=== mem_access_ctrl ===
**config.mk**
```make
export PLATFORM = sky130hd
export DESIGN_NAME = mem_access_ctrl
export DESIGN_NICKNAME = d
export VERILOG_FILES = /design/src/rtl/mem_access_pkg.sv /design/src/rtl/mem_timeout_counter.sv /design/src/rtl/mem_access_ctrl.sv
export SDC_FILE = /design/constraint.sdc
export NUM_CORES = 1
export LEC_CHECK = 0
export ABC_AREA = 1
export CORE_UTILIZATION = 35
export CTS_BUF_LIST = sky130_fd_sc_hd__clkbuf_8 sky130_fd_sc_hd__clkbuf_16
export DETAILED_ROUTE_END_ITERATION = 8
export GPL_ROUTABILITY_DRIVEN = 0
export PLACE_DENSITY = 0.69
export SLEW_MARGIN = 15
export SYNTH_ARGS = -nofsm -noshare
export SYNTH_HDL_FRONTEND = slang
export SYNTH_HIERARCHICAL = 1
export SYNTH_SLANG_ARGS = --single-unit
```
**constraint.sdc**
```tcl
create_clock -name clk -period 1.15 [get_ports clk]
set_input_delay 0.23 -clock clk [delete_from_list [all_inputs] [get_ports clk]]
set_output_delay 0.23 -clock clk [all_outputs]
set_load 0.02 [all_outputs]
```
**src/rtl/mem_access_pkg.sv**
```systemverilog
// Shared definitions for the CPU-to-memory access controller:
// FSM state encoding and default parameter values.
package mem_access_pkg;

  typedef enum logic [1:0] {
    ST_IDLE   = 2'd0,
    ST_ACCESS = 2'd1,
    ST_DONE   = 2'd2
  } mac_state_t;

  localparam int WORD_W_DEF         = 16;
  localparam int TIMEOUT_CYCLES_DEF = 15;

endpackage

```
**src/rtl/mem_timeout_counter.sv**
```systemverilog
// Wait counter for the access controller. Counts consecutive cycles with
// i_run high and flags the LIMIT-th such cycle; clears whenever i_run drops.
module mem_timeout_counter #(
  parameter int LIMIT = 15
) (
  input  logic clk,
  input  logic reset,
  input  logic i_run,
  output logic o_expire
);
  localparam int CW = $clog2(LIMIT + 1);

  logic [CW-1:0] r_cnt;

  // count cycles spent waiting; restart from zero outside a wait
  always_ff @(posedge clk) begin
    if (reset || !i_run) r_cnt <= '0;
    else                 r_cnt <= r_cnt + 1'b1;
  end

  // r_cnt is zero in the first waiting cycle, so LIMIT-1 marks the LIMIT-th
  assign o_expire = i_run && (r_cnt == CW'(LIMIT - 1));

endmodule

```
**src/rtl/mem_access_ctrl.sv**
```systemverilog
// CPU-to-memory access controller. Turns level-held CPU read/write requests
// into a single memory access per request, with a one-cycle completion pulse.
// Optional feature: define MEM_ACCESS_TIMEOUT_EN to add an ack wait timeout
// and the sticky timeout_err output.
module mem_access_ctrl
  import mem_access_pkg::*;
#(
  parameter int WORD_W         = WORD_W_DEF,
  parameter int TIMEOUT_CYCLES = TIMEOUT_CYCLES_DEF
) (
  input  logic              clk,
  input  logic              reset,
  input  logic              readM,
  input  logic              writeM,
  input  logic [WORD_W-1:0] address,
  input  logic [WORD_W-1:0] cpu_wdata,
  output logic [WORD_W-1:0] cpu_rdata,
  output logic              inputReady,
  output logic              busy,
  output logic              mem_req,
  output logic              mem_we,
  output logic [WORD_W-1:0] mem_addr,
  output logic [WORD_W-1:0] mem_wdata,
  input  logic [WORD_W-1:0] mem_rdata,
  input  logic              mem_ack
`ifdef MEM_ACCESS_TIMEOUT_EN
  ,
  output logic              timeout_err
`endif
);

  mac_state_t r_state;
  logic       r_consumed;
  logic       w_pending;
  logic       w_idle_req;

  // a held request is serviced once; it must drop before it counts again
  assign w_idle_req = !readM && !writeM;
  assign w_pending  = (readM || writeM) && !r_consumed;

`ifdef MEM_ACCESS_TIMEOUT_EN
  logic w_expire;

  mem_timeout_counter #(
    .LIMIT (TIMEOUT_CYCLES)
  ) u_timeout (
    .clk      (clk),
    .reset    (reset),
    .i_run    (r_state == ST_ACCESS),
    .o_expire (w_expire)
  );
`else
  // parameter kept for interface compatibility; no wait limit in this build
  logic w_unused_timeout;
  assign w_unused_timeout = (TIMEOUT_CYCLES != 0);
`endif

  // access FSM: all CPU and memory side outputs are registered here
  always_ff @(posedge clk) begin
    if (reset) begin
      r_state     <= ST_IDLE;
      r_consumed  <= 1'b0;
      mem_req     <= 1'b0;
      mem_we      <= 1'b0;
      mem_addr    <= '0;
      mem_wdata   <= '0;
      cpu_rdata   <= '0;
      inputReady  <= 1'b0;
      busy        <= 1'b0;
`ifdef MEM_ACCESS_TIMEOUT_EN
      timeout_err <= 1'b0;
`endif
    end else begin
      inputReady <= 1'b0;
      case (r_state)
        ST_IDLE: begin
          if (w_pending) begin
            r_state   <= ST_ACCESS;
            mem_req   <= 1'b1;
            busy      <= 1'b1;
            mem_addr  <= address;
            mem_wdata <= cpu_wdata;
            mem_we    <= writeM;  // write wins when both are requested
          end
        end
        ST_ACCESS: begin
          if (mem_ack) begin
            if (!mem_we) cpu_rdata <= mem_rdata;
            r_state    <= ST_DONE;
            mem_req    <= 1'b0;
            inputReady <= 1'b1;
          end
`ifdef MEM_ACCESS_TIMEOUT_EN
          else if (w_expire) begin
            cpu_rdata   <= '1;
            timeout_err <= 1'b1;
            r_state     <= ST_DONE;
            mem_req     <= 1'b0;
            inputReady  <= 1'b1;
          end
`endif
        end
        ST_DONE: begin
          r_state    <= ST_IDLE;
          busy       <= 1'b0;
          r_consumed <= 1'b1;
        end
        default: begin
          r_state <= ST_IDLE;
          mem_req <= 1'b0;
          busy    <= 1'b0;
        end
      endcase
      // a dropped request re-arms acceptance, overriding the DONE set
      if (w_idle_req) r_consumed <= 1'b0;
    end
  end

endmodule

```
=== keypad_scan_flat ===
`src/rtl/keypad_scan_if.sv`:
```
// CPU read bus plus keypad matrix pins for the keypad reader.
// master = CPU/board side, slave = keypad_scan.
interface keypad_scan_if;
  logic [31:0] conf_addr;
  logic        conf_rd;
  logic [31:0] conf_rdata;
  logic [3:0]  key_col;
  logic [3:0]  key_row;

  modport master (output conf_addr, output conf_rd, input conf_rdata,
                  input key_col, output key_row);
  modport slave  (input conf_addr, input conf_rd, output conf_rdata,
                  output key_col, input key_row);
endinterface

```
`src/rtl/keypad_scan.sv`:
```
// 4x4 keypad scanner: column scan, frame debounce, 4-deep press-event FIFO.
// Read data is registered (1-cycle latency); each matching read pops one event.
module keypad_scan #(
  parameter int          SCAN_DIV = 50000,
  parameter int          DEBOUNCE = 4,
  parameter logic [15:0] KEY_ADDR = 16'hf004
) (
  input logic          clk,
  input logic          resetn,
  keypad_scan_if.slave bus
);
  localparam int DW = $clog2(SCAN_DIV);
  localparam int SW = (DEBOUNCE > 1) ? $clog2(DEBOUNCE) : 1;

  logic [3:0]    sync1, sync2, rows;
  logic [DW-1:0] div_cnt;
  logic [1:0]    col;
  logic [15:0]   raw, raw_next, prev_frame, deb_state, deb_next, new_press;
  logic [SW-1:0] stable_cnt;
  logic          tc, frame_end, frame_same, deb_load;

  logic [3:0]    fifo_mem [4];
  logic [1:0]    wr_ptr, rd_ptr;
  logic [2:0]    count;
  logic          ovf, empty, full, rd_hit, pop, push, push_ok, overflow;
  logic [3:0]    push_code;
  logic          unused_addr;

  assign unused_addr = ^bus.conf_addr[31:16];

  assign rows        = ~sync2;
  assign tc          = (div_cnt == DW'(SCAN_DIV - 1));
  assign frame_end   = tc && (col == 2'd3);
  assign bus.key_col = ~(4'b0001 << col);

  always_comb begin
    raw_next = raw;
    if (tc) raw_next[{col, 2'b00} +: 4] = rows;
  end

  assign frame_same = (raw_next == prev_frame);
  assign deb_load   = frame_end && frame_same && (stable_cnt == SW'(DEBOUNCE - 1));
  assign deb_next   = deb_load ? raw_next : deb_state;
  assign new_press  = deb_next & ~deb_state;
  assign push       = |new_press;

  // Only the lowest-numbered new press is reported per debounce update.
  always_comb begin
    push_code = 4'd0;
    for (int i = 15; i >= 0; i--) begin
      if (new_press[i]) push_code = 4'(i);
    end
  end

  assign empty    = (count == 3'd0);
  assign full     = (count == 3'd4);
  assign rd_hit   = bus.conf_rd && (bus.conf_addr[15:0] == KEY_ADDR);
  assign pop      = rd_hit && !empty;
  assign push_ok  = push && (!full || pop);
  assign overflow = push && full && !pop;

  always_ff @(posedge clk or negedge resetn) begin
    if (!resetn) begin
      sync1      <= 4'hf;
      sync2      <= 4'hf;
      div_cnt    <= '0;
      col        <= 2'd0;
      raw        <= '0;
      prev_frame <= '0;
      stable_cnt <= '0;
      deb_state  <= '0;
    end else begin
      sync1     <= bus.key_row;
      sync2     <= sync1;
      raw       <= raw_next;
      deb_state <= deb_next;
      if (tc) begin
        div_cnt <= '0;
        col     <= col + 2'd1;
      end else begin
        div_cnt <= div_cnt + DW'(1);
      end
      if (frame_end) begin
        prev_frame <= raw_next;
        if (!frame_same) stable_cnt <= '0;
        else if (stable_cnt != SW'(DEBOUNCE - 1)) stable_cnt <= stable_cnt + SW'(1);
      end
    end
  end

  always_ff @(posedge clk) begin
    if (push_ok) fifo_mem[wr_ptr] <= push_code;
  end

  always_ff @(posedge clk or negedge resetn) begin
    if (!resetn) begin
      wr_ptr         <= 2'd0;
      rd_ptr         <= 2'd0;
      count          <= 3'd0;
      ovf            <= 1'b0;
      bus.conf_rdata <= '0;
    end else begin
      if (push_ok) wr_ptr <= wr_ptr + 2'd1;
      if (pop)     rd_ptr <= rd_ptr + 2'd1;
      case ({push_ok, pop})
        2'b10:   count <= count + 3'd1;
        2'b01:   count <= count - 3'd1;
        default: count <= count;
      endcase
      // A same-cycle overflow wins over the clear-on-read.
      ovf <= (rd_hit ? 1'b0 : ovf) | overflow;
      if (rd_hit)
        bus.conf_rdata <= {~empty, ovf, 10'b0, deb_state, empty ? 4'h0 : fifo_mem[rd_ptr]};
      else
        bus.conf_rdata <= '0;
    end
  end
endmodule
```
`src/flat_wrapper.sv`:
```
// flat-port wrapper written by rule: the top's interface ports become plain ports
module keypad_scan_flat 
#(
  parameter int          SCAN_DIV = 50000,
  parameter int          DEBOUNCE = 4,
  parameter logic [15:0] KEY_ADDR = 16'hf004
)
  (clk, resetn, bus_conf_addr, bus_conf_rd, bus_conf_rdata, bus_key_col, bus_key_row);
  keypad_scan_if bus_i ();
  input logic clk;
  input logic resetn;
  input wire logic [$bits(bus_i.conf_addr)-1:0] bus_conf_addr;
  input wire logic [$bits(bus_i.conf_rd)-1:0] bus_conf_rd;
  output wire logic [$bits(bus_i.conf_rdata)-1:0] bus_conf_rdata;
  output wire logic [$bits(bus_i.key_col)-1:0] bus_key_col;
  input wire logic [$bits(bus_i.key_row)-1:0] bus_key_row;
  assign bus_i.conf_addr = bus_conf_addr;
  assign bus_i.conf_rd = bus_conf_rd;
  assign bus_conf_rdata = bus_i.conf_rdata;
  assign bus_key_col = bus_i.key_col;
  assign bus_i.key_row = bus_key_row;
  keypad_scan #(.SCAN_DIV(SCAN_DIV), .DEBOUNCE(DEBOUNCE), .KEY_ADDR(KEY_ADDR)) u_core (.clk(clk), .resetn(resetn), .bus(bus_i));
endmodule
```
`config.mk`:
```
export PLATFORM = sky130hd
export DESIGN_NAME = keypad_scan_flat
export DESIGN_NICKNAME = d
export VERILOG_FILES = /design/src/rtl/keypad_scan_if.sv /design/src/rtl/keypad_scan.sv /design/src/flat_wrapper.sv
export SDC_FILE = /design/constraint.sdc
export NUM_CORES = 1
export LEC_CHECK = 0
export ABC_CLOCK_PERIOD_IN_PS = 5100
export CAP_MARGIN = 15
export CELL_PAD_IN_SITES_DETAIL_PLACEMENT = 1
export CELL_PAD_IN_SITES_GLOBAL_PLACEMENT = 1
export CORE_ASPECT_RATIO = 1.1
export CORE_UTILIZATION = 44
export DETAILED_ROUTE_END_ITERATION = 8
export PLACE_DENSITY = 0.87
export SYNTH_ARGS = -nofsm -noshare
export SYNTH_HDL_FRONTEND = slang
export SYNTH_SLANG_ARGS = --single-unit
```
`constraint.sdc`:
```
create_clock -name clk -period 5.1 [get_ports clk]
set_clock_uncertainty 0.05 [all_clocks]
set_input_delay 0.765 -clock clk [delete_from_list [all_inputs] [get_ports clk]]
set_output_delay 0.765 -clock clk [all_outputs]
set_load 0.05 [all_outputs]
```
### A small window of the routed layout, mem_access_ctrl

Window x 51 to 71, y 51 to 71 um. Cells in gray, sequential cells in the stronger gray; small squares are vias.
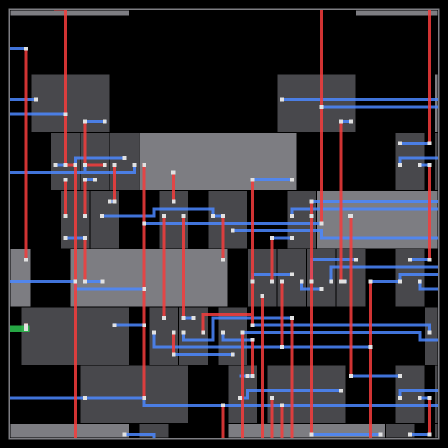
Red stands for metal 2. Blue stands for metal 1. Green stands for metal 3.
Sequential cells in the window: 3. 27 logic cells have their middle in the window. Netlist names of flops here include cpu_rdata (2), mem_wdata (1). Most frequent: nor2_1 (8), nand2_1 (7).

==> flow_summary.toml, mem_access_ctrl <==
# flow metrics
[run_status]
status = "complete, but fails checks"
violations = "setup timing"

[global_route]
grt_pass1_wl_um = 8100
grt_pass1_vias = 1980

[timing]
setup_viol = 3
setup_ws_ps = -20.6
fin_crit_sh_pct = 102

[layout]
sh_comb_area_pct = 26.0
utilization_pct = 57.9

[clocking]
cts_buffer_depth = 2
cts_max_level = 2
cts_setup_buffers = 0

[critical_path]
cp_num_buf_inv = 3
path_common_cell = "nand2_1"
cp-startpoint = "writeM"
crit_type = "in -> reg"

[power]
p_clk_share_pct = 26.8
power_sequential_mw = 2.20
p_sw_share_pct = 30.5
p_sw_mw = 1.52

[logic_synthesis]
ys_warn_count = 6
avgSynthCellArea_um2 = 6.60

[placement]
placed_area_um2 = 3390

[run]
cap_violations = 0
==> mem_access_ctrl: placed cells by master (no fill, tap or decap), drive strengths merged <==
cell type      Yosys  layout
clkdlybuf4s15      0       1
dlymetal6s2s       0       2
clkbuf             3      11
buf               12      64
nand4              1       1
and3               1       1
o21ai              2       2
nand2            103     103
nor2              99      99
a21oi              3       3
bufinv             0       1
dfxtp             55      55
nand3              2       2
inv               56      56
clkdlybuf4s50      0      50
nor3               2       2
clkinv             0       1
### The clock network, keypad_scan_flat

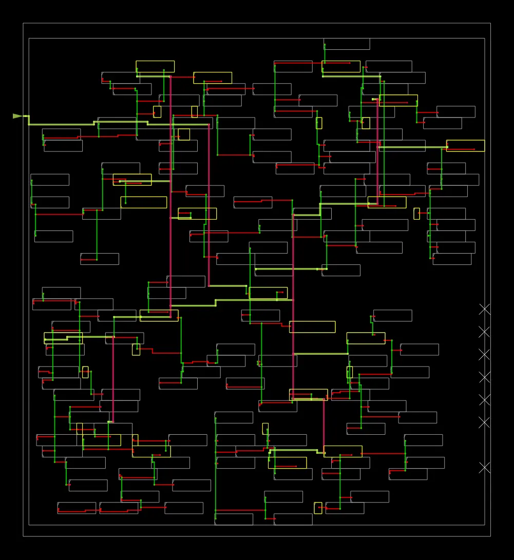
CTS buffer count: 17
clock buffers: 20
Latency at later pin: 430 ps
seq_cells: 122

==> flow_summary.toml, keypad_scan_flat <==
# flow metrics
[timing]
worst_pin_slew_ps = 760
fin_setup_tns_ps = 0
whs_ps = 304
fin_crit_sh_pct = 94.4
rsz0062_at_grt = "no"

[logic_synthesis]
ys_warn_count = 0
postSynthSeqShare_pct = 53.4
synth_cells = 545
ys_async_sr_fraction_pct = 86.9
avgSynthCellArea_um2 = 10.8

[placement]
dp_hpwl_um = 10500

[detailed_routing]
wl_met2_um = 8000
wl_per_cell_um = 19.5
met1_length_um = 5990
dr.pass1.iters = 8
drc_errors = 7
ant_nets = 0
wl_um = 15200
num_vias = 4502

[die]
die_w_um = 112
core_um2 = 12800

[layout]
n_antenna_cell = 0
largest_cell_class = "flip-flops and latches"
syn2layout_area_growth_pct = 21.1
inverters = 40
num-nonclk-buffers = 66
layout_top_cell = "dfrtp_1"
stdcell_count = 780

[clocking]
cts.sinks = 122
cts_tree = "done"
cts_hold_buf = 0

[run_status]
status = "complete, but fails checks"
violations = "DRC"

[critical_path]
critical_path_required_ps = 5390
reg2reg_from = "u_core.div_cnt[5]"
slowest_delay_ps = 750
timing.rr.end = "u_core.count[1]"
critical_path_peak_fanout = 7
cp.arrival_ps = 5100
start_kind = "register"

[global_route]
grt_pass1_vias = 4946
grt_pass1_wl_um = 25400
gr-total-overflow = 0
grt_usage_pct = 24.3

[power]
p_total_mw = 2.18
powerDensity_nw_per_um2 = 305

[hold_path]
hold_class = "reg -> reg"
min_from = "u_core.sync1[1]"

[run]
cap_violations = 0
## keypad_scan_flat: logic make-up (layout without fill, tap and decap cells)
group	count (synthesis)	after routing	share of synthesized area, %
buffers and inverters	69	138	5.23
muxes	23	23	4.93
adders and majority gates	12	12	2.68
AOI/OAI and AO/OA	91	91	10.5
other	1	10	0.0637
xor gates and xnor gates	28	28	4.17
and+or+nand+nor	199	199	19.1
DFF	122	122	53.4
## keypad_scan_flat: report_power, final
part           total [mW]  switching [mW]  internal (mW)
clock network        1.13           0.424          0.704
logic              0.0544          0.0374         0.0170
registers           0.995         0.00494          0.991
total                2.18           0.466           1.71

## Gallery

Metal 2.
(a)
Drawn at 3 px/um. Cells faint in the background.
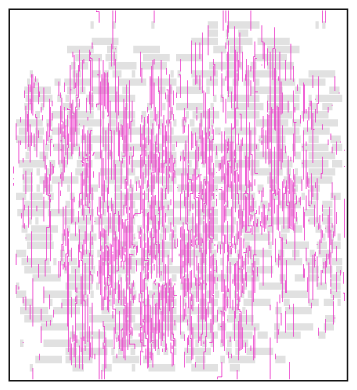
(b)
Drawn at 4 px/um. Cells faint in the background.
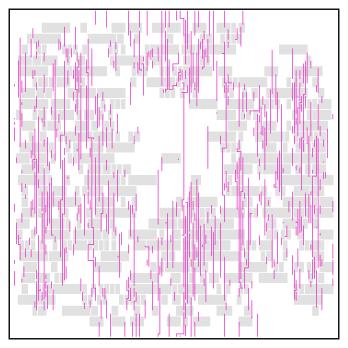
The one with the largest die is (a).
keypad_scan_flat: (a)
mem_access_ctrl: (b)



==> screenshots <==
Nets reached from selected ports.
Plate I
Drawn at 3 px/um.
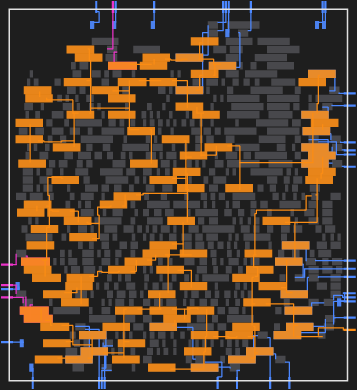
Plate II
Drawn at 4 px/um.
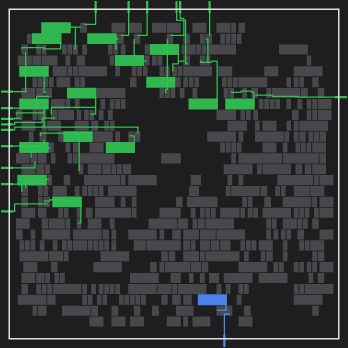
| from | picture |
|---|---|
| keypad_scan_flat | Plate I |
| mem_access_ctrl | Plate II |

